# block 1

### Signal wires on met2, block 1

Bar = 20 um.
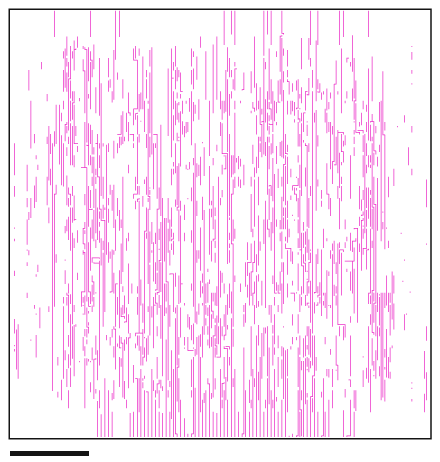
File: src/rtl/pc_redirect_ctrl_pkg.sv
// Shared definitions for the fetch-stage PC sequencer: FSM states, redirect
// source encoding and default PC constants.
package pc_redirect_ctrl_pkg;

    typedef enum logic [1:0] {
        RUN   = 2'd0,
        FLUSH = 2'd1,
        HALT  = 2'd2
    } state_t;

    typedef enum logic [2:0] {
        SRC_SEQ       = 3'd0,
        SRC_STALL     = 3'd1,
        SRC_BRANCH    = 3'd2,
        SRC_JALR      = 3'd3,
        SRC_TRAP      = 3'd4,
        SRC_BREAK     = 3'd5,
        SRC_RESUME    = 3'd6,
        SRC_HALT_HOLD = 3'd7
    } src_t;

    localparam logic [31:0] DEFAULT_RESET_PC = 32'h0000_0000;
    localparam logic [31:0] DEFAULT_TRAP_VEC = 32'h0000_0100;

    function automatic logic src_loads_pc(input src_t s);
        return !(s inside {SRC_STALL, SRC_BREAK, SRC_HALT_HOLD});
    endfunction

    // Sources that count as a taken control-flow redirect.
    function automatic logic src_is_redirect(input src_t s);
        return s inside {SRC_BRANCH, SRC_JALR, SRC_TRAP};
    endfunction

endpackage

File: src/rtl/pc_redirect_arb.sv
// Combinational next-PC priority select: sys_req > jalr > branch > stall > sequential,
// masked by the sequencer state. Produces target PC, source code and flush pattern.
module pc_redirect_arb
    import pc_redirect_ctrl_pkg::*;
#(
    parameter logic [31:0] TRAP_VEC = DEFAULT_TRAP_VEC
) (
    input  state_t      state,
    input  logic [31:0] pc,
    input  logic [31:0] pc_inc,
    input  logic        stall,
    input  logic        br_taken,
    input  logic [31:0] br_target,
    input  logic        jalr_req,
    input  logic [31:0] jalr_target,
    input  logic        sys_req,
    input  logic        sys_is_break,
    input  logic        resume,
    output logic [31:0] next_pc,
    output src_t        src,
    output logic        if_id_flush,
    output logic        id_ex_flush
);

    logic [31:0] target_pc;

    always_comb begin
        target_pc   = pc_inc;
        src         = SRC_SEQ;
        if_id_flush = 1'b0;
        id_ex_flush = 1'b0;
        if (state == HALT) begin
            if_id_flush = 1'b1;
            id_ex_flush = 1'b1;
            if (resume) begin
                src       = SRC_RESUME;
                target_pc = pc + 32'd4;
            end else begin
                src       = SRC_HALT_HOLD;
                target_pc = pc;
            end
        end else if (sys_req) begin
            if_id_flush = 1'b1;
            id_ex_flush = 1'b1;
            if (sys_is_break) begin
                src       = SRC_BREAK;
                target_pc = pc;
            end else begin
                src       = SRC_TRAP;
                target_pc = TRAP_VEC;
            end
        end else if (state == FLUSH) begin
            // Branch/JALR seen here belong to squashed instructions.
            if_id_flush = 1'b1;
        end else if (jalr_req) begin
            src         = SRC_JALR;
            target_pc   = jalr_target;
            if_id_flush = 1'b1;
        end else if (br_taken) begin
            src         = SRC_BRANCH;
            target_pc   = br_target;
            if_id_flush = 1'b1;
        end else if (stall) begin
            src       = SRC_STALL;
            target_pc = pc;
        end
    end

    assign next_pc = {target_pc[31:1], 1'b0};

endmodule

File: src/rtl/register.sv
// Generic loadable register with asynchronous active-low reset.
module register #(
    parameter int               WIDTH     = 32,
    parameter logic [WIDTH-1:0] RESET_VAL = '0
) (
    input  logic             clk,
    input  logic             rst_n,
    input  logic             load,
    input  logic [WIDTH-1:0] d,
    output logic [WIDTH-1:0] q
);

    always_ff @(posedge clk or negedge rst_n) begin
        if (!rst_n) begin
            q <= RESET_VAL;
        end else if (load) begin
            q <= d;
        end
    end

endmodule

File: src/rtl/pc_redirect_ctrl.sv
// Fetch-stage PC sequencer with RUN/FLUSH/HALT FSM and IF/ID, ID/EX flush strobes.
// Optional taken-redirect counter enabled by defining PC_REDIRECT_CNT_EN.
module pc_redirect_ctrl
    import pc_redirect_ctrl_pkg::*;
#(
    parameter logic [31:0] RESET_PC     = DEFAULT_RESET_PC,
    parameter logic [31:0] TRAP_VEC     = DEFAULT_TRAP_VEC,
    parameter int          FLUSH_CYCLES = 1
) (
    input  logic        clk,
    input  logic        rst,
    input  logic        stall,
    input  logic [31:0] pc_inc,
    input  logic        br_taken,
    input  logic [31:0] br_target,
    input  logic        jalr_req,
    input  logic [31:0] jalr_target,
    input  logic        sys_req,
    input  logic        sys_is_break,
    input  logic        resume,
    output logic [31:0] pc,
    output logic        if_id_flush,
    output logic        id_ex_flush,
    output logic        halted,
    output logic [15:0] redirect_cnt
);

    localparam logic [1:0]  FLUSH_LOAD   = 2'(FLUSH_CYCLES - 1);
    localparam logic [31:0] RESET_PC_ALN = RESET_PC & ~32'd1;

    state_t      state_reg, state_next;
    logic [1:0]  flush_cnt_reg, flush_cnt_next;
    logic        halted_reg;
    logic [31:0] next_pc;
    src_t        src;
    logic        pc_load;

    pc_redirect_arb #(
        .TRAP_VEC(TRAP_VEC)
    ) u_arb (
        .state       (state_reg),
        .pc          (pc),
        .pc_inc      (pc_inc),
        .stall       (stall),
        .br_taken    (br_taken),
        .br_target   (br_target),
        .jalr_req    (jalr_req),
        .jalr_target (jalr_target),
        .sys_req     (sys_req),
        .sys_is_break(sys_is_break),
        .resume      (resume),
        .next_pc     (next_pc),
        .src         (src),
        .if_id_flush (if_id_flush),
        .id_ex_flush (id_ex_flush)
    );

    assign pc_load = src_loads_pc(src);

    register #(
        .WIDTH    (32),
        .RESET_VAL(RESET_PC_ALN)
    ) u_pc_reg (
        .clk  (clk),
        .rst_n(rst),
        .load (pc_load),
        .d    (next_pc),
        .q    (pc)
    );

    always_comb begin
        state_next     = state_reg;
        flush_cnt_next = flush_cnt_reg;
        case (src)
            SRC_TRAP, SRC_BRANCH, SRC_JALR: begin
                state_next     = FLUSH;
                flush_cnt_next = FLUSH_LOAD;
            end
            SRC_BREAK:  state_next = HALT;
            SRC_RESUME: state_next = RUN;
            default: begin
                if (state_reg == FLUSH) begin
                    if (flush_cnt_reg == 2'd0) begin
                        state_next = RUN;
                    end else begin
                        flush_cnt_next = flush_cnt_reg - 2'd1;
                    end
                end else if (state_reg != HALT) begin
                    // Also recovers the unused encoding.
                    state_next = RUN;
                end
            end
        endcase
    end

    always_ff @(posedge clk or negedge rst) begin
        if (!rst) begin
            state_reg     <= RUN;
            flush_cnt_reg <= 2'd0;
            halted_reg    <= 1'b0;
        end else begin
            state_reg     <= state_next;
            flush_cnt_reg <= flush_cnt_next;
            halted_reg    <= (state_next == HALT);
        end
    end

    assign halted = halted_reg;

`ifdef PC_REDIRECT_CNT_EN
    logic [15:0] redirect_cnt_reg;

    always_ff @(posedge clk or negedge rst) begin
        if (!rst) begin
            redirect_cnt_reg <= 16'd0;
        end else if (src_is_redirect(src) && (redirect_cnt_reg != 16'hFFFF)) begin
            redirect_cnt_reg <= redirect_cnt_reg + 16'd1;
        end
    end

    assign redirect_cnt = redirect_cnt_reg;
`else
    assign redirect_cnt = 16'd0;
`endif

endmodule

File: config.mk
export PLATFORM = sky130hd
export DESIGN_NAME = pc_redirect_ctrl
export DESIGN_NICKNAME = d
export VERILOG_FILES = /design/src/rtl/pc_redirect_ctrl_pkg.sv /design/src/rtl/pc_redirect_arb.sv /design/src/rtl/register.sv /design/src/rtl/pc_redirect_ctrl.sv
export SDC_FILE = /design/constraint.sdc
export NUM_CORES = 1
export LEC_CHECK = 0
export ABC_AREA = 1
export CORE_AREA = 4 4 103 105
export DETAILED_ROUTE_END_ITERATION = 8
export DIE_AREA = 0 0 107 109
export PLACE_DENSITY_LB_ADDON = 0.15
export SETUP_SLACK_MARGIN = 0.4
export SLEW_MARGIN = 25
export SYNTH_ARGS = -nofsm -noshare
export SYNTH_HDL_FRONTEND = slang
export SYNTH_HIERARCHICAL = 1
export SYNTH_SLANG_ARGS = --single-unit
File: constraint.sdc
create_clock -name clk -period 6.1 [get_ports clk]
set_clock_uncertainty 0.05 [all_clocks]
set_input_delay 0.915 -clock clk [delete_from_list [all_inputs] [get_ports clk]]
set_output_delay 0.915 -clock clk [all_outputs]
set_load 0.02 [all_outputs]
==> GITHUB_STEP_SUMMARY <==
## Implementation flow summary

| Metric | Value |
|---|---|
| Status | `completed` |
| Inverters | `70` |
| Post-Place Cells | `941` |
| Clock buffer count from CTS | `5` |
| Synth cell types | `43` |
| Tool Warnings | `29` |
| Cell mode on critical path | `clkdlybuf4s50_1` |
| R2R depth | `10` |
| Reg clk slew, reported paths | `roughly 0.070 ns` |
| Layout cells sized above 1 | `0.0906` |
| Chip height | `around 110 um` |
| R2r setup slk | `approximately 3.3 ns` |
| Clock latency (worst-skew pair) | `0.29 ns` |
| Tap cells | `133` |
| Max Slew Vio Count | `0` |
| Adder-cell share of the synthesized area | `0.00589` |
| Flop+latch power | `512 uW` |
| Max Cap Viol | `0` |
| WP depth | `5` |
| Syn Area/Cell | `6.05 sq um` |
Notes on 'Signal wires on met2' of block 1 above:
main direction	vertical
longest straight run	62.9 um
nets with wire on the layer	720
share of all routed wire	47%
met2 Usage GRT: 0.432
Vias: 4,935
drt total wl: 14.6 mm

-- per-layer routing --
metal  vias to the layer above  part of all wire  global-route usage  wire, um
li1                       2460                 -                   -         -
met1                      2242              0.43               0.317      6280
met2                       195              0.47               0.432      6840
met3                        38             0.057              0.0337       833
met4                         0             0.043               0.107       631
met5                         -                 0                   0         0
-- worst max path at each step --
stage | end | slack [ns]
after floorplan | if_id_flush | 3.56
after global placement | u_pc_reg/q[19]$_DFFE_PN0P_ | 2.05
after detailed placement | u_pc_reg/q[19]$_DFFE_PN0P_ | 1.97
after CTS | if_id_flush | 2.21
after global routing | id_ex_flush | 2.45
final | id_ex_flush | 2.52

# block 2

### Cell placement, block 2

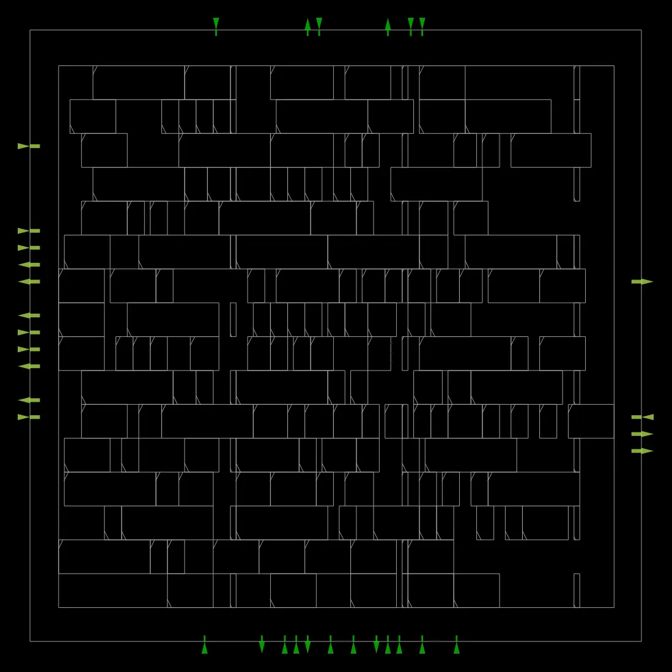
File: config.mk
export PLATFORM = sky130hd
export DESIGN_NAME = irq_pending_ctrl
export DESIGN_NICKNAME = d
export VERILOG_FILES = /design/src/rtl/irq_pending_ctrl_pkg.sv /design/src/rtl/irq_pending_ctrl_encoder.sv /design/src/rtl/irq_pending_ctrl.sv
export SDC_FILE = /design/constraint.sdc
export NUM_CORES = 1
export LEC_CHECK = 0
export ABC_AREA = 1
export CORE_MARGIN = 2
export CORE_UTILIZATION = 45
export CTS_BUF_LIST = sky130_fd_sc_hd__clkbuf_8
export CTS_CLUSTER_SIZE = 12
export DETAILED_ROUTE_END_ITERATION = 16
export PLACE_DENSITY = 0.78
export SYNTH_ARGS = -nofsm -noshare
export SYNTH_HDL_FRONTEND = slang
export SYNTH_SLANG_ARGS = --single-unit
File: constraint.sdc
create_clock -name clk -period 3.2 [get_ports clk]
set_clock_uncertainty 0.2 [all_clocks]
set_input_delay 0.32 -clock clk [delete_from_list [all_inputs] [get_ports clk]]
set_output_delay 0.32 -clock clk [all_outputs]
set_load 0.05 [all_outputs]
File: src/rtl/irq_pending_ctrl_pkg.sv
// Shared widths and FSM encoding for the interrupt pending/service stage.
package irq_pending_ctrl_pkg;

    localparam int N_REQ = 8;
    localparam int IDX_W = 3;

    typedef enum logic [1:0] {
        IDLE    = 2'd0,
        PRESENT = 2'd1,
        SETTLE  = 2'd2
    } state_t;

endpackage

File: src/rtl/irq_pending_ctrl_encoder.sv
// 8-to-3 priority encoder: Y is the highest set index of X, NON flags an all-zero X.
module binary_priority_encoder
    import irq_pending_ctrl_pkg::*;
(
    output logic             NON,
    output logic [IDX_W-1:0] Y,
    input  logic [N_REQ-1:0] X
);

    // Ascending scan so the last (highest) set bit overrides lower ones.
    always_comb begin
        Y = '0;
        for (int i = 0; i < N_REQ; i++) begin
            if (X[i]) begin
                Y = IDX_W'(i);
            end
        end
    end

    assign NON = (X == '0);

endmodule

File: src/rtl/irq_pending_ctrl.sv
// Captures request rising edges into a sticky pending register and serves them
// one at a time, highest index first, through a valid/ack handshake.
module irq_pending_ctrl
    import irq_pending_ctrl_pkg::*;
(
    input  logic             clk,
    input  logic             rst,
    input  logic [N_REQ-1:0] req,
    input  logic [N_REQ-1:0] mask,
    input  logic             enable,
    output logic             irq_valid,
    output logic [IDX_W-1:0] irq_id,
    input  logic             irq_ack,
    output logic [N_REQ-1:0] pending,
    output logic             none
);

    state_t           state;
    logic [N_REQ-1:0] req_d;
    logic [N_REQ-1:0] rise;
    logic [N_REQ-1:0] clr;
    logic [N_REQ-1:0] masked;
    logic [IDX_W-1:0] enc_id;

    assign rise   = req & ~req_d;
    assign masked = pending & ~mask;

    // Only an ack seen while presenting may clear; the clear targets the latched id.
    always_comb begin
        clr = '0;
        if (state == PRESENT && irq_ack) begin
            clr = N_REQ'(1) << irq_id;
        end
    end

    binary_priority_encoder u_enc (
        .NON (none),
        .Y   (enc_id),
        .X   (masked)
    );

    // req_d loads req even in reset so a line held high across reset posts nothing.
    always_ff @(posedge clk) begin
        req_d <= req;
        if (rst) begin
            pending <= '0;
        end else begin
            pending <= (pending & ~clr) | rise;
        end
    end

    always_ff @(posedge clk) begin
        if (rst) begin
            state     <= IDLE;
            irq_valid <= 1'b0;
            irq_id    <= '0;
        end else begin
            case (state)
                IDLE: begin
                    if (enable && !none) begin
                        irq_id    <= enc_id;
                        irq_valid <= 1'b1;
                        state     <= PRESENT;
                    end
                end
                PRESENT: begin
                    if (irq_ack) begin
                        irq_valid <= 1'b0;
                        state     <= SETTLE;
                    end
                end
                // One quiet cycle so the cleared bit is gone before re-arbitrating.
                SETTLE: begin
                    state <= IDLE;
                end
                default: begin
                    irq_valid <= 1'b0;
                    state     <= IDLE;
                end
            endcase
        end
    end

endmodule

==> GITHUB_STEP_SUMMARY <==
## Implementation flow summary

| Metric | Value |
|---|---|
| Max Cap Viol | `0` |
| Met3 Resource Use GR | `0.0307` |
| Simple share | `0.270` |
| Top Layout Cells | `clkdlybuf4s50_1 (32), nand2_1 (28), inv_1 (24), dfxtp_1 (22), a21oi_1 (11)` |
| Yosys top cell area share | `0.481` |
| Syn Nets | `138` |
| Chip area | `2410 sq um` |
| Area reported by Yosys stat | `916 sq um` |
| Reg clk slew, reported paths | `about 0.080 ns` |
| Logic power comb | `174 uW` |
| # Cells Yosys | `between 100 and 150` |
| Highest routed layer | `met4` |
| Setup Viol. Count Final | `0` |
| Critical Path RT | `2.68 ns` |
| Status | `completed` |
| DRT iter0 DRCs | `19` |
| Vias | `about 850` |
| Largest net degree at the start of global routing | `14` |
| CP startpoint | `mask[7]` |
| Core area | `1940 sq um` |
| Regs by FF count | `pending (8), req_d (8), irq_id (3)` |
| Adder-cell share of the synthesized area | `0` |
| Max VDD drop | `between 300 and 400 uV` |
| Fill count | `163` |
| Aoi share | `0.146` |
| Setup crit end | `none` |
| Clock network power share | `0.289` |
| Top pwr grp | `sequential cells` |
## Picture notes: 'Cell placement' of block 2
tap cells: 27
post-layout util: 0.680
row cnt: 16

cell type report:
| class | instances | area [sq um] | area share |
|---|---|---|---|
| clock buffers | 4 | 55.1 | 0.0417 |
| repair buffers | 32 | 320 | 0.242 |
| multi-input cells | 71 | 382 | 0.289 |
| flip-flops and latches | 22 | 440 | 0.333 |
| well taps | 27 | 33.8 | 0.0256 |
| inverters | 24 | 90.1 | 0.0682 |
worst max-delay path: stages:
cell	delay (ns)
clkdlybuf4s50_1	0.46
inv_1	0.04
nand2_1	0.11
nand2_1	0.10
nor2_2	0.10
nand2_2	0.09
inv_1	0.06
clkdlybuf4s50_1	0.79

# block 3

### Signal wires on met2, block 3

Bar = 20 um.
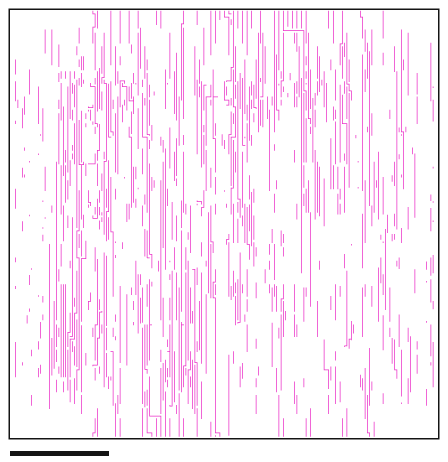
**src/rtl/fp16_sub_scheduler.sv**
```systemverilog
// fp16_sub_scheduler: arbitrates two requesters onto one shared combinational
// FP16 subtractor and holds each result in a response register for a consumer.
// Latency: response valid SUB_LAT cycles after the acceptance edge; issue interval SUB_LAT+2.
// Backpressure: one operation in flight; both readys low until the response handshakes.
// Ports:
//   clk, rst_n                    clock, asynchronous active-low reset
//   req{0,1}_valid/ready/a/b      requester handshakes and FP16 operands
//   sub_a, sub_b, sub_diff        registered operands out to / difference back from the subtractor
//   rsp_valid/ready/id/data       response handshake, owning requester, captured difference
//   busy                          high whenever the FSM is not IDLE
module fp16_sub_scheduler #(
  parameter int SUB_LAT = 1
) (
  input  logic        clk,
  input  logic        rst_n,
  input  logic        req0_valid,
  output logic        req0_ready,
  input  logic [15:0] req0_a,
  input  logic [15:0] req0_b,
  input  logic        req1_valid,
  output logic        req1_ready,
  input  logic [15:0] req1_a,
  input  logic [15:0] req1_b,
  output logic [15:0] sub_a,
  output logic [15:0] sub_b,
  input  logic [15:0] sub_diff,
  output logic        rsp_valid,
  input  logic        rsp_ready,
  output logic        rsp_id,
  output logic [15:0] rsp_data,
  output logic        busy
);

  typedef enum logic [1:0] {IDLE, WAIT, RESP} state_t;

  state_t      state, state_nxt;
  logic        rr;
  logic [2:0]  cnt;
  logic        gnt;
  logic        accept;

  // Grant: a lone valid requester wins; on a tie or when nobody asks the
  // round-robin pointer decides, so ready is always presented to someone in IDLE.
  always_comb begin
    gnt = rr;
    if (req0_valid && !req1_valid) begin
      gnt = 1'b0;
    end else if (req1_valid && !req0_valid) begin
      gnt = 1'b1;
    end
    accept     = (state == IDLE) && (gnt ? req1_valid : req0_valid);
    req0_ready = (state == IDLE) && !gnt;
    req1_ready = (state == IDLE) &&  gnt;
  end

  always_comb begin
    state_nxt = state;
    case (state)
      IDLE:    if (accept)     state_nxt = WAIT;
      WAIT:    if (cnt == 3'd1) state_nxt = RESP;
      RESP:    if (rsp_ready)  state_nxt = IDLE;
      default:                 state_nxt = IDLE;
    endcase
  end

  always_ff @(posedge clk or negedge rst_n) begin
    if (!rst_n) begin
      state <= IDLE;
    end else begin
      state <= state_nxt;
    end
  end

  // Operands stay registered until the next acceptance so the shared
  // subtractor sees stable inputs for the whole SUB_LAT window.
  always_ff @(posedge clk or negedge rst_n) begin
    if (!rst_n) begin
      rr       <= 1'b0;
      cnt      <= 3'd0;
      sub_a    <= 16'h0000;
      sub_b    <= 16'h0000;
      rsp_id   <= 1'b0;
      rsp_data <= 16'h0000;
    end else begin
      if (accept) begin
        sub_a  <= gnt ? req1_a : req0_a;
        sub_b  <= gnt ? req1_b : req0_b;
        rsp_id <= gnt;
        rr     <= ~gnt;
        cnt    <= 3'(SUB_LAT);
      end else if (state == WAIT) begin
        cnt <= cnt - 3'd1;
        // cnt == 1 marks the last cycle of the subtractor's settling window.
        if (cnt == 3'd1) begin
          rsp_data <= sub_diff;
        end
      end
    end
  end

  assign rsp_valid = (state == RESP);
  assign busy      = (state != IDLE);

endmodule

```
**config.mk**
```make
export PLATFORM = sky130hd
export DESIGN_NAME = fp16_sub_scheduler
export DESIGN_NICKNAME = d
export VERILOG_FILES = /design/src/rtl/fp16_sub_scheduler.sv
export SDC_FILE = /design/constraint.sdc
export NUM_CORES = 1
export LEC_CHECK = 0
export ABC_AREA = 0
export CAP_MARGIN = 0
export CORE_MARGIN = 2
export CORE_UTILIZATION = 41
export CTS_BUF_LIST = sky130_fd_sc_hd__clkbuf_8 sky130_fd_sc_hd__clkbuf_16
export DETAILED_ROUTE_END_ITERATION = 6
export GPL_TIMING_DRIVEN = 0
export MAX_ROUTING_LAYER = met4
export PLACE_DENSITY_LB_ADDON = 0.05
export SLEW_MARGIN = 5
export SYNTH_ARGS = -nofsm -noshare
export SYNTH_HDL_FRONTEND = slang
export SYNTH_SLANG_ARGS = --single-unit
export TNS_END_PERCENT = 50
```
**constraint.sdc**
```tcl
create_clock -name clk -period 2.3 [get_ports clk]
set_clock_uncertainty 0.05 [all_clocks]
set_input_delay 0.46 -clock clk [delete_from_list [all_inputs] [get_ports clk]]
set_output_delay 0.46 -clock clk [all_outputs]
set_load 0.02 [all_outputs]
```
==> GITHUB_STEP_SUMMARY <==
## Implementation flow summary

| Metric | Value |
|---|---|
| Clock sink total | `between 50 and 60` |
| Adder-cell share of the synthesized area | `0.00890` |
| Slowest cell on crit path | `dfrtp_1` |
| Logic power comb | `between 3000 and 4000 uW` |
| Commonest cells in the netlist | `o2111ai_1 (64), dfrtp_1 (55), o21ai_0 (38), nand3_1 (32), clkbuf_1 (26)` |
| Reg clk slew, reported paths | `0.10 ns` |
| Setup ws final | `0.172 ns` |
| WP depth | `4` |
| Status | `completed` |
| Critical Path RT | `around 1.8 ns` |
| CP peak stage delay | `between 0.4 and 0.5 ns` |
| CLK BUF | `5` |
| Setup Viol. Count Final | `0` |
| Post-DP Area | `about 4300 sq um` |
| Tool Warnings | `27` |
| Cts repair resizes | `3` |
| R2r setup slk | `0.56 ns` |
| Post-synthesis sequential area ratio | `0.490` |
| DP HPWL | `just over 6 mm` |
| Cell internal pwr | `3320 uW` |
| Grt total ovfl | `0` |
| Postcts setup bufs | `0` |
| Hold_ws | `about 0.051 ns` |
| Cell type with the largest total area | `dfrtp_1` |
## Picture notes: 'Signal wires on met2' of block 3
main direction	vertical
wire length on this layer	4,080 um
share of all routed wire	48%
longest straight run	39.4 um
Vias: 2,873
drt total wl: 8.52 mm
met2 Usage GRT: 0.370

[cells in the final DEF, fill, tap and decap left out, types with 2 or more instances in the layout]
master and count:
clkbuf_1 25, clkbuf_2 2, nand2_1 2, dfrtp_1 55, buf_2 9, nor2b_1 3
ha_1 2, nand3_1 32, bufinv_16 2, nor2_1 6, o2111ai_1 64, a21o_1 2
mux2_2 16, clkdlybuf4s50_1 131, o21ai_0 38, inv_1 8, clkbuf_8 5
[sequential cells by signal (all words and copies together), names as in the netlist]
register,count
rsp_data,16
sub_b,16
sub_a,16
cnt,3
state,2
rr,1
rsp_id,1

# block 4

File: config.mk
export PLATFORM = sky130hd
export DESIGN_NAME = can_tx_scheduler
export DESIGN_NICKNAME = d
export VERILOG_FILES = /design/src/rtl/can_tx_scheduler.sv
export SDC_FILE = /design/constraint.sdc
export NUM_CORES = 1
export LEC_CHECK = 0
export CAP_MARGIN = 0
export CORE_AREA = 2 2 157 159
export DETAILED_ROUTE_END_ITERATION = 12
export DIE_AREA = 0 0 159 161
export PLACE_DENSITY_LB_ADDON = 0.05
export SETUP_SLACK_MARGIN = 0.02
export SLEW_MARGIN = 10
export SYNTH_ARGS = -nofsm -noshare
export SYNTH_HDL_FRONTEND = slang
export SYNTH_SLANG_ARGS = --single-unit
export TNS_END_PERCENT = 20
File: constraint.sdc
create_clock -name sys_clk -period 2.3 [get_ports sys_clk]
set_input_delay 0.23 -clock sys_clk [delete_from_list [all_inputs] [get_ports sys_clk]]
set_output_delay 0.23 -clock sys_clk [all_outputs]
set_load 0.01 [all_outputs]
File: src/rtl/can_tx_scheduler.sv
// can_tx_scheduler: arbitrates HPB/FIFO, issues frames to the bit-stream layer, handles retry, drop and timeout
module can_tx_scheduler #(
  parameter int MAX_RETRY = 8,
  parameter int TIMEOUT = 4095,
  parameter int RETRY_GAP = 3
) (
  input  logic         sys_clk,
  input  logic         IP2Can_reset,
  input  logic         mode_normal,
  input  logic [5:0]   fifo_count,
  input  logic [127:0] fifo_msg,
  input  logic         hpb_full,
  input  logic [127:0] hpb_msg,
  input  logic         TXOK,
  input  logic         ARBLST,
  input  logic         tx_error,
  output logic [127:0] tx_message,
  output logic         tx_en,
  output logic         deload_fifo,
  output logic         deload_hpb,
  output logic         tx_src,
  output logic         tx_done,
  output logic         tx_abort,
  output logic [3:0]   retry_cnt,
  output logic         busy
);
  typedef enum logic [2:0] {IDLE, ISSUE, WAIT, RETRY, DONE} state_t;
  state_t state;
  logic [15:0] timer;
  logic [7:0] gap;
  logic fail;
  logic [3:0] next_cnt;
  assign fail = tx_error | ARBLST | (timer == 16'(TIMEOUT - 1));
  assign next_cnt = retry_cnt + 4'd1;
  always_ff @(posedge sys_clk) begin
    if (IP2Can_reset) begin
      state <= IDLE;
      tx_message <= '0;
      tx_en <= 1'b0;
      deload_fifo <= 1'b0;
      deload_hpb <= 1'b0;
      tx_src <= 1'b0;
      tx_done <= 1'b0;
      tx_abort <= 1'b0;
      retry_cnt <= '0;
      busy <= 1'b0;
      timer <= '0;
      gap <= '0;
    end else begin
      deload_fifo <= 1'b0;
      deload_hpb <= 1'b0;
      tx_done <= 1'b0;
      tx_abort <= 1'b0;
      case (state)
        IDLE: if (mode_normal && (hpb_full || fifo_count != 6'd0)) begin
          tx_message <= hpb_full ? hpb_msg : fifo_msg;
          tx_src <= hpb_full;
          // a different source means the previous failed message was preempted
          if (hpb_full != tx_src) retry_cnt <= '0;
          busy <= 1'b1;
          state <= ISSUE;
        end
        ISSUE: begin
          tx_en <= 1'b1;
          timer <= '0;
          state <= WAIT;
        end
        WAIT: if (TXOK) begin
          tx_en <= 1'b0;
          deload_hpb <= tx_src;
          deload_fifo <= ~tx_src;
          tx_done <= 1'b1;
          state <= DONE;
        end else if (fail) begin
          tx_en <= 1'b0;
          retry_cnt <= next_cnt;
          if (next_cnt == 4'(MAX_RETRY)) begin
            deload_hpb <= tx_src;
            deload_fifo <= ~tx_src;
            tx_abort <= 1'b1;
            state <= DONE;
          end else begin
            gap <= '0;
            state <= RETRY;
          end
        end else timer <= timer + 16'd1;
        RETRY: if (gap == 8'(RETRY_GAP - 1)) begin
          busy <= 1'b0;
          state <= IDLE;
        end else gap <= gap + 8'd1;
        DONE: begin
          // lets the served source update its flag/count before re-arbitration
          retry_cnt <= '0;
          busy <= 1'b0;
          state <= IDLE;
        end
        default: state <= IDLE;
      endcase
    end
  end
endmodule

### Metal layers overlaid, block 4

Two of the layers only.
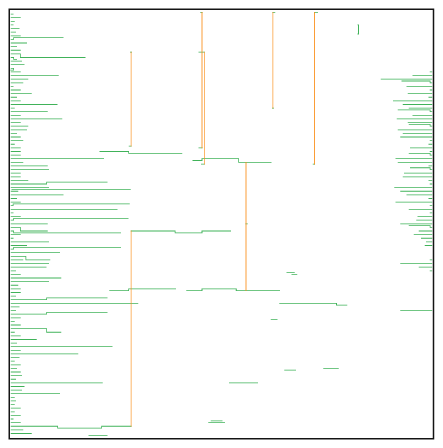
layer	color	wire length
metal 4	orange	343 um
metal 3	green	1,850 um
Vias: 7,302
wire length per cell: 17.4 um
gr usage total: 0.204

### Sequential cells grouped by signal name, block 4

Other sequential cells in the stronger gray, the rest of the logic in the fainter gray.
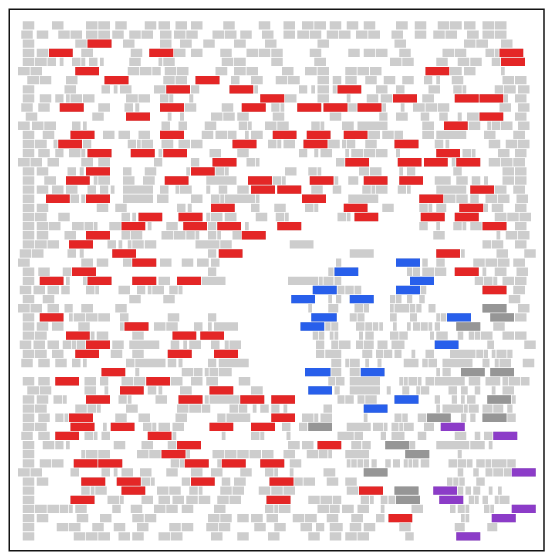
name in the netlist	color	placed flops
`gap`	purple	8
`tx_message`	red	128
`timer`	blue	16
not colored	14
Reg area: 3330 sq um
post-layout util: 0.528

==> GITHUB_STEP_SUMMARY <==
## Implementation flow summary

| Metric | Value |
|---|---|
| CP Launch Type | `register` |
| Status | `completed` |
| Final-stage net count | `1,477` |
| Tmin final | `2.26 ns` |
| Tightest Pin Transition | `0.827 ns` |
| Slowest cell on crit path | `or4b_4` |
| Root Buffer | `clkbuf_16` |
| Post-route cell area | `roughly 13,000 sq um` |
| PwrDens | `between 700 and 800 nW/um^2` |
| Combinational share of cell area | `0.309` |
| Drt total wl | `26.7 mm` |
| Regs by FF count | `tx_message (128), timer (16), gap (8)` |
| Commonest cells in the netlist | `dfxtp_1 (166), nor2_1 (150), mux2i_1 (132), a211oi_1 (128), clkbuf_1 (63)` |
| Clock sink total | `roughly 170` |
| Mapped Area | `~7500 sq um` |
| Largest net degree at the start of global routing | `about 110` |
| Met3 Resource Use GR | `0.0706` |
| Most flops, register | `tx_message` |
| Chip height | `between 150 and 200 um` |
| Synth top area cells | `dfxtp_1 (44%), mux2i_1 (18%), a211oi_1 (13%)` |
[power by group]
group | internal [uW] | switching (uW) | leakage (uW) | total [uW]
Sequential | 3290 | 217 | 0.00137 | 3510
Combinational | 1640 | 1350 | 0.00319 | 3000
Clock | 1430 | 1230 | 0.000248 | 2660
[cells by family after synthesis]
group,Yosys count,share of synthesized area
xor+xnor,5,0.00583
fa+ha+maj,5,0.00832
compound gates,189,0.183
simple gates,238,0.146
mux,132,0.176
flops,166,0.442
buf+inv,74,0.0381

# block 5

[src/rtl/dma_read_cmd_splitter.sv]
// Splits arbitrary-length DMA read commands into sub-commands that stay inside
// one 4 KB page and never exceed MAX_LEN; throttles on in-flight sub-commands.
module dma_read_cmd_splitter #(
    parameter int unsigned MAX_LEN         = 4096,
    parameter int unsigned MAX_OUTSTANDING = 16
) (
    input  logic         clk,
    input  logic         rstn,
    input  logic         s_cmd_valid,
    output logic         s_cmd_ready,
    input  logic [63:0]  s_cmd_address,
    input  logic [31:0]  s_cmd_length,
    output logic         m_cmd_valid,
    input  logic         m_cmd_ready,
    output logic [63:0]  m_cmd_address,
    output logic [31:0]  m_cmd_length,
    input  logic         s_data_valid,
    output logic         s_data_ready,
    input  logic         s_data_last,
    input  logic [511:0] s_data_data,
    output logic         m_data_valid,
    input  logic         m_data_ready,
    output logic         m_data_last,
    output logic [511:0] m_data_data,
    output logic [7:0]   outstanding,
    output logic [31:0]  status_cmd_in,
    output logic [31:0]  status_sub_cmd,
    output logic [31:0]  status_err
);

    typedef enum logic [1:0] {
        IDLE,
        CALC,
        ISSUE
    } state_t;

    state_t      state;
    state_t      state_nxt;
    logic [63:0] cur_addr;
    logic [31:0] rem;
    logic [31:0] boundary;
    logic [31:0] chunk;
    logic        cmd_hs;
    logic        sub_hs;
    logic        done_beat;
    logic        orphan_beat;
    logic        last_sub;
    logic [1:0]  err_inc;

    assign m_data_valid = s_data_valid;
    assign m_data_last  = s_data_last;
    assign m_data_data  = s_data_data;
    assign s_data_ready = m_data_ready;

    // Bytes left in the current 4 KB page: 64..4096 for 64 B aligned addresses.
    assign boundary = 32'd4096 - {20'd0, cur_addr[11:0]};

    always_comb begin
        chunk = rem;
        if (chunk > MAX_LEN) chunk = MAX_LEN;
        if (chunk > boundary) chunk = boundary;
    end

    assign cmd_hs      = s_cmd_valid & s_cmd_ready;
    assign sub_hs      = m_cmd_valid & m_cmd_ready;
    assign done_beat   = s_data_valid & m_data_ready & s_data_last;
    assign orphan_beat = done_beat & ~sub_hs & (outstanding == '0);
    assign last_sub    = (rem == m_cmd_length);
    assign err_inc     = {1'b0, cmd_hs & (s_cmd_length == '0)} + {1'b0, orphan_beat};

    always_ff @(posedge clk) begin
        if (!rstn) state <= IDLE;
        else       state <= state_nxt;
    end

    always_comb begin
        state_nxt   = state;
        s_cmd_ready = 1'b0;
        m_cmd_valid = 1'b0;
        case (state)
            IDLE: begin
                s_cmd_ready = rstn;
                if (s_cmd_valid && rstn && s_cmd_length != '0) state_nxt = CALC;
            end
            CALC: state_nxt = ISSUE;
            ISSUE: begin
                m_cmd_valid = ({24'd0, outstanding} < MAX_OUTSTANDING);
                if (m_cmd_valid && m_cmd_ready) state_nxt = last_sub ? IDLE : CALC;
            end
            default: state_nxt = IDLE;
        endcase
    end

    always_ff @(posedge clk) begin
        if (!rstn) begin
            cur_addr       <= '0;
            rem            <= '0;
            m_cmd_address  <= '0;
            m_cmd_length   <= '0;
            outstanding    <= '0;
            status_cmd_in  <= '0;
            status_sub_cmd <= '0;
            status_err     <= '0;
        end else begin
            if (cmd_hs) begin
                cur_addr      <= s_cmd_address;
                rem           <= s_cmd_length;
                status_cmd_in <= status_cmd_in + 32'd1;
            end
            if (state == CALC) begin
                m_cmd_address <= cur_addr;
                m_cmd_length  <= chunk;
            end
            if (sub_hs) begin
                cur_addr       <= cur_addr + {32'd0, m_cmd_length};
                rem            <= rem - m_cmd_length;
                status_sub_cmd <= status_sub_cmd + 32'd1;
            end
            // An issue and a completion in the same cycle cancel out.
            if (sub_hs && !done_beat)
                outstanding <= outstanding + 8'd1;
            else if (!sub_hs && done_beat && outstanding != '0)
                outstanding <= outstanding - 8'd1;
            status_err <= status_err + {30'd0, err_inc};
        end
    end

endmodule
[config.mk]
export PLATFORM = sky130hd
export DESIGN_NAME = dma_read_cmd_splitter
export DESIGN_NICKNAME = d
export VERILOG_FILES = /design/src/rtl/dma_read_cmd_splitter.sv
export SDC_FILE = /design/constraint.sdc
export NUM_CORES = 1
export LEC_CHECK = 0
export CORE_AREA = 3 3 521 523
export CTS_CLUSTER_DIAMETER = 50
export DETAILED_ROUTE_END_ITERATION = 10
export DIE_AREA = 0 0 524 526
export SLEW_MARGIN = 20
export SYNTH_ARGS = -nofsm -noshare
export SYNTH_HDL_FRONTEND = slang
export SYNTH_SLANG_ARGS = --single-unit
[constraint.sdc]
create_clock -name clk -period 4.03 [get_ports clk]
set_input_delay 1.209 -clock clk [delete_from_list [all_inputs] [get_ports clk]]
set_output_delay 1.209 -clock clk [all_outputs]
set_load 0.01 [all_outputs]
==> GITHUB_STEP_SUMMARY <==
## Implementation flow summary

| Metric | Value |
|---|---|
| Status | `completed` |
| Area reported by Yosys stat | `approximately 21,000 sq um` |
| Commonest flop | `dfxtp_1` |
| Hold_ws | `around 0.45 ns` |
| Ys async rst share | `0` |
| Max Slew Vio Count | `0` |
| Max_slew headroom | `0.373` |
| Layout cells sized above 1 | `0.0900` |
| Total power | `9640 uW` |
| MUX share of area | `0.00878` |
| Syn Nets | `3,350` |
| Syn Area/Cell | `~7.8 sq um` |
| Hold path start | `m_cmd_address[29]$_SDFFE_PN0N_` |
| Cell type with the largest total area | `dfxtp_1` |
| Buffer-and-inverter tally for the worst setup path | `0` |
| Most common cell in the netlist | `buf_4` |
| Antenna diodes | `4` |
| Synth warnings | `0` |
| Post-synthesis sequential area ratio | `0.289` |
| Die Wd | `524 um` |
| Signal buf overhead | `0.151` |
| H-tree Lvls | `2` |
| Via density per instance | `3.00` |
| R2R depth | `9` |
| Setup crit end | `cur_addr[53]$_SDFFE_PN0P_` |
| Reg2reg start | `m_cmd_length[18]$_SDFFE_PN0N_` |
| Signal buffers | `~410` |
registers in the layout (all words and copies together), names as in the netlist:
signal,flops
cur_addr,64
status_cmd_in,32
rem,32
state,2
status_sub_cmd,32
status_err,32
m_cmd_address,64
m_cmd_length,32
outstanding,8
timing repair:
item,4_1_cts,5_1_grt
endpoints found under the setup margin,8,15
cloned,0,0
buffers inserted,1,2
hold endpoints to repair,0,0
pin swaps,5,6
resized,6,11
report_power, final:
part	internal [uW]	switching, uW	total [uW]
combinational	1140	1510	2650
sequential	3090	194	3290
clock	2090	1620	3700
total	6320	3320	9640
### Signal wires on met2, block 5

Bar = 200 um.
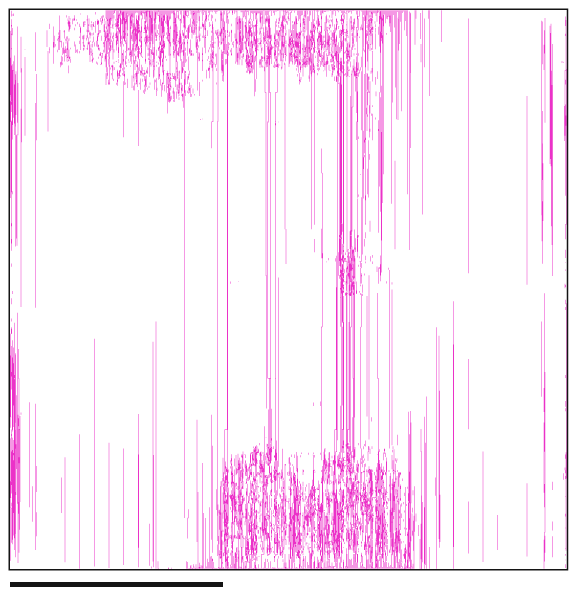
share of all routed wire	42%
wire length on this layer	57.2 mm
nets with wire on the layer	2,485
longest straight run	413 um
Vias: 18,198
drt total wl: 136 mm

### Metal layers overlaid, block 5

Two of the layers only.
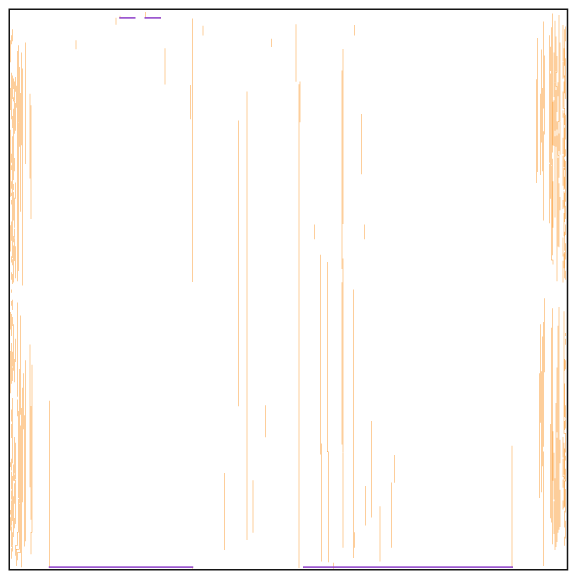
layer	color	wire length
metal 4	orange	14,200 um
metal 5	purple	358 um
wire length per cell: 22.4 um
gr usage total: 0.0931



## Gallery

Sequential cells grouped by signal name.
Other sequential cells in the stronger gray, the rest of the logic in the fainter gray.
shot_01.png
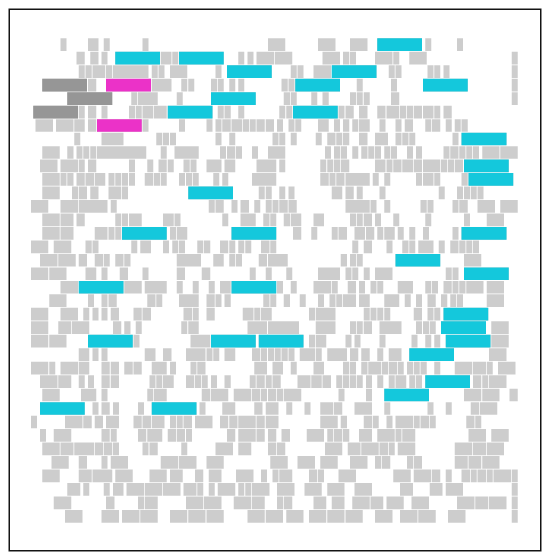
shot_02.png
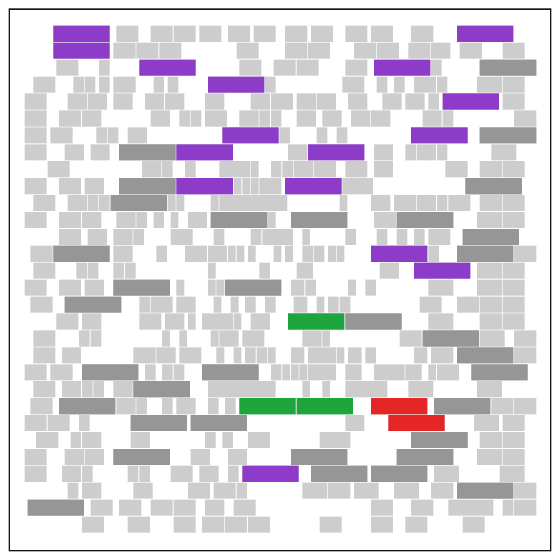
shot_03.png
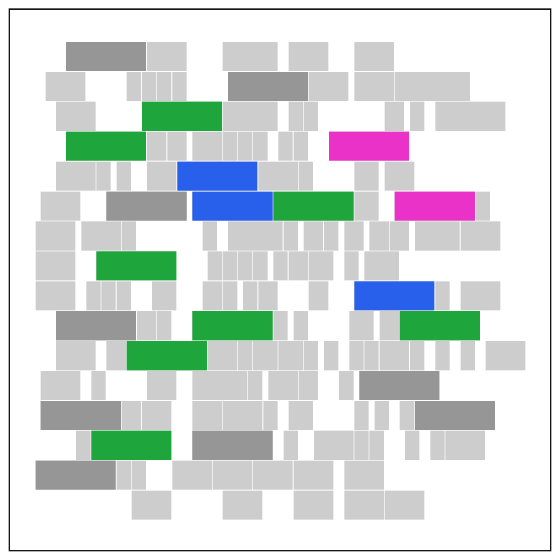
shot_04.png
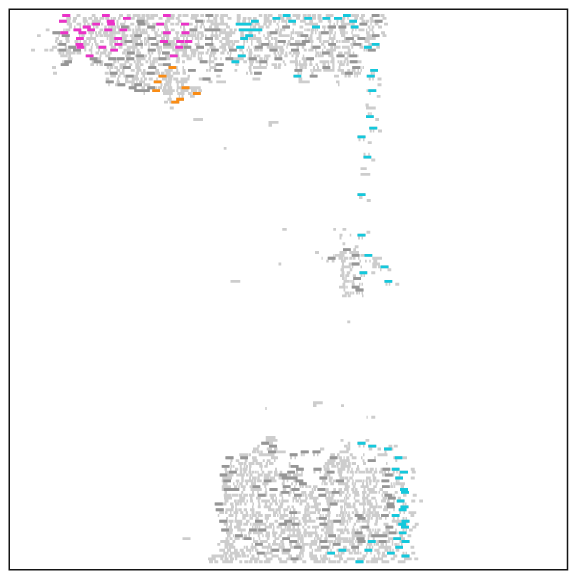
- block 2 = shot_03.png
- block 3 = shot_02.png
- block 5 = shot_04.png
- block 1 = shot_01.png
The one with the most cells is shot_04.png.

Key to shot_02.png:
name in the netlist	color	placed flops
`state`	red	2
`sub_a`	purple	16
`cnt`	green	3


## Gallery

Cell placement.
Plate I
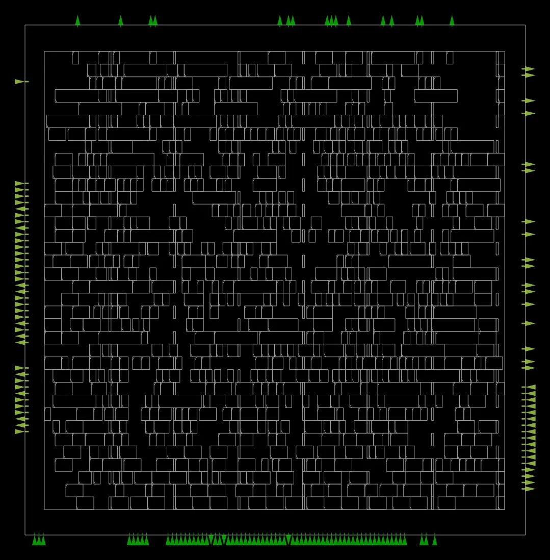
Plate II
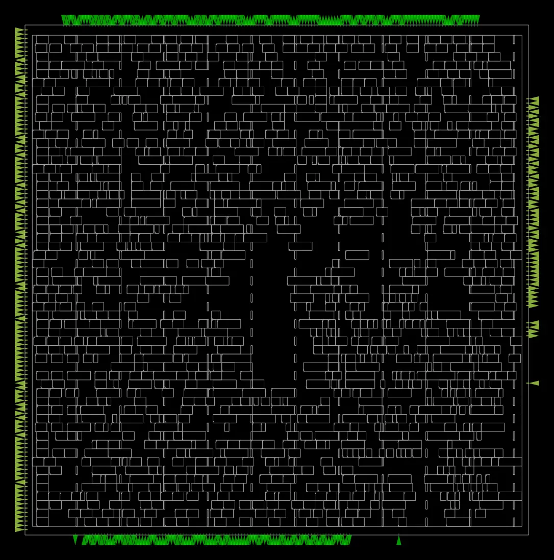
Plate III
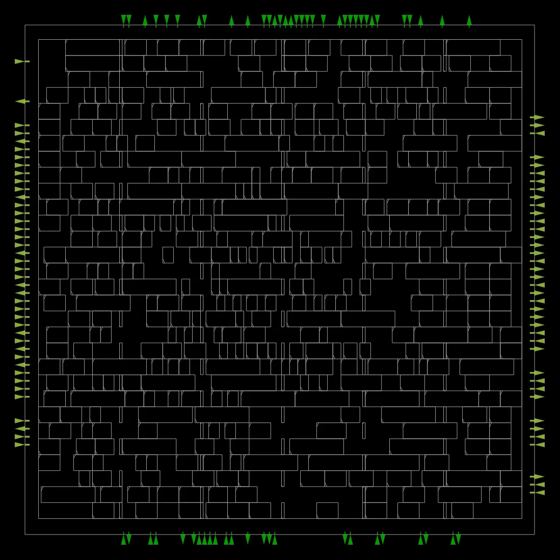
Plate IV
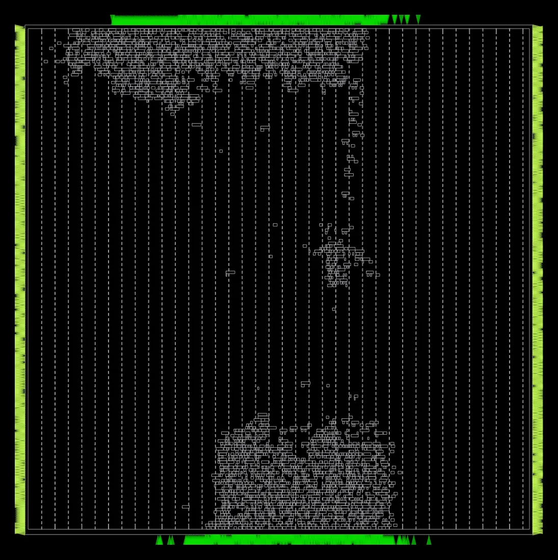
The one with the fewest sequential cells is Plate I.
The one with the most cells is Plate IV.
For block 4, see Plate II.
For block 3, see Plate III.
For block 1, see Plate I.
For block 5, see Plate IV.

Power is estimated from default activity; no workload was simulated.
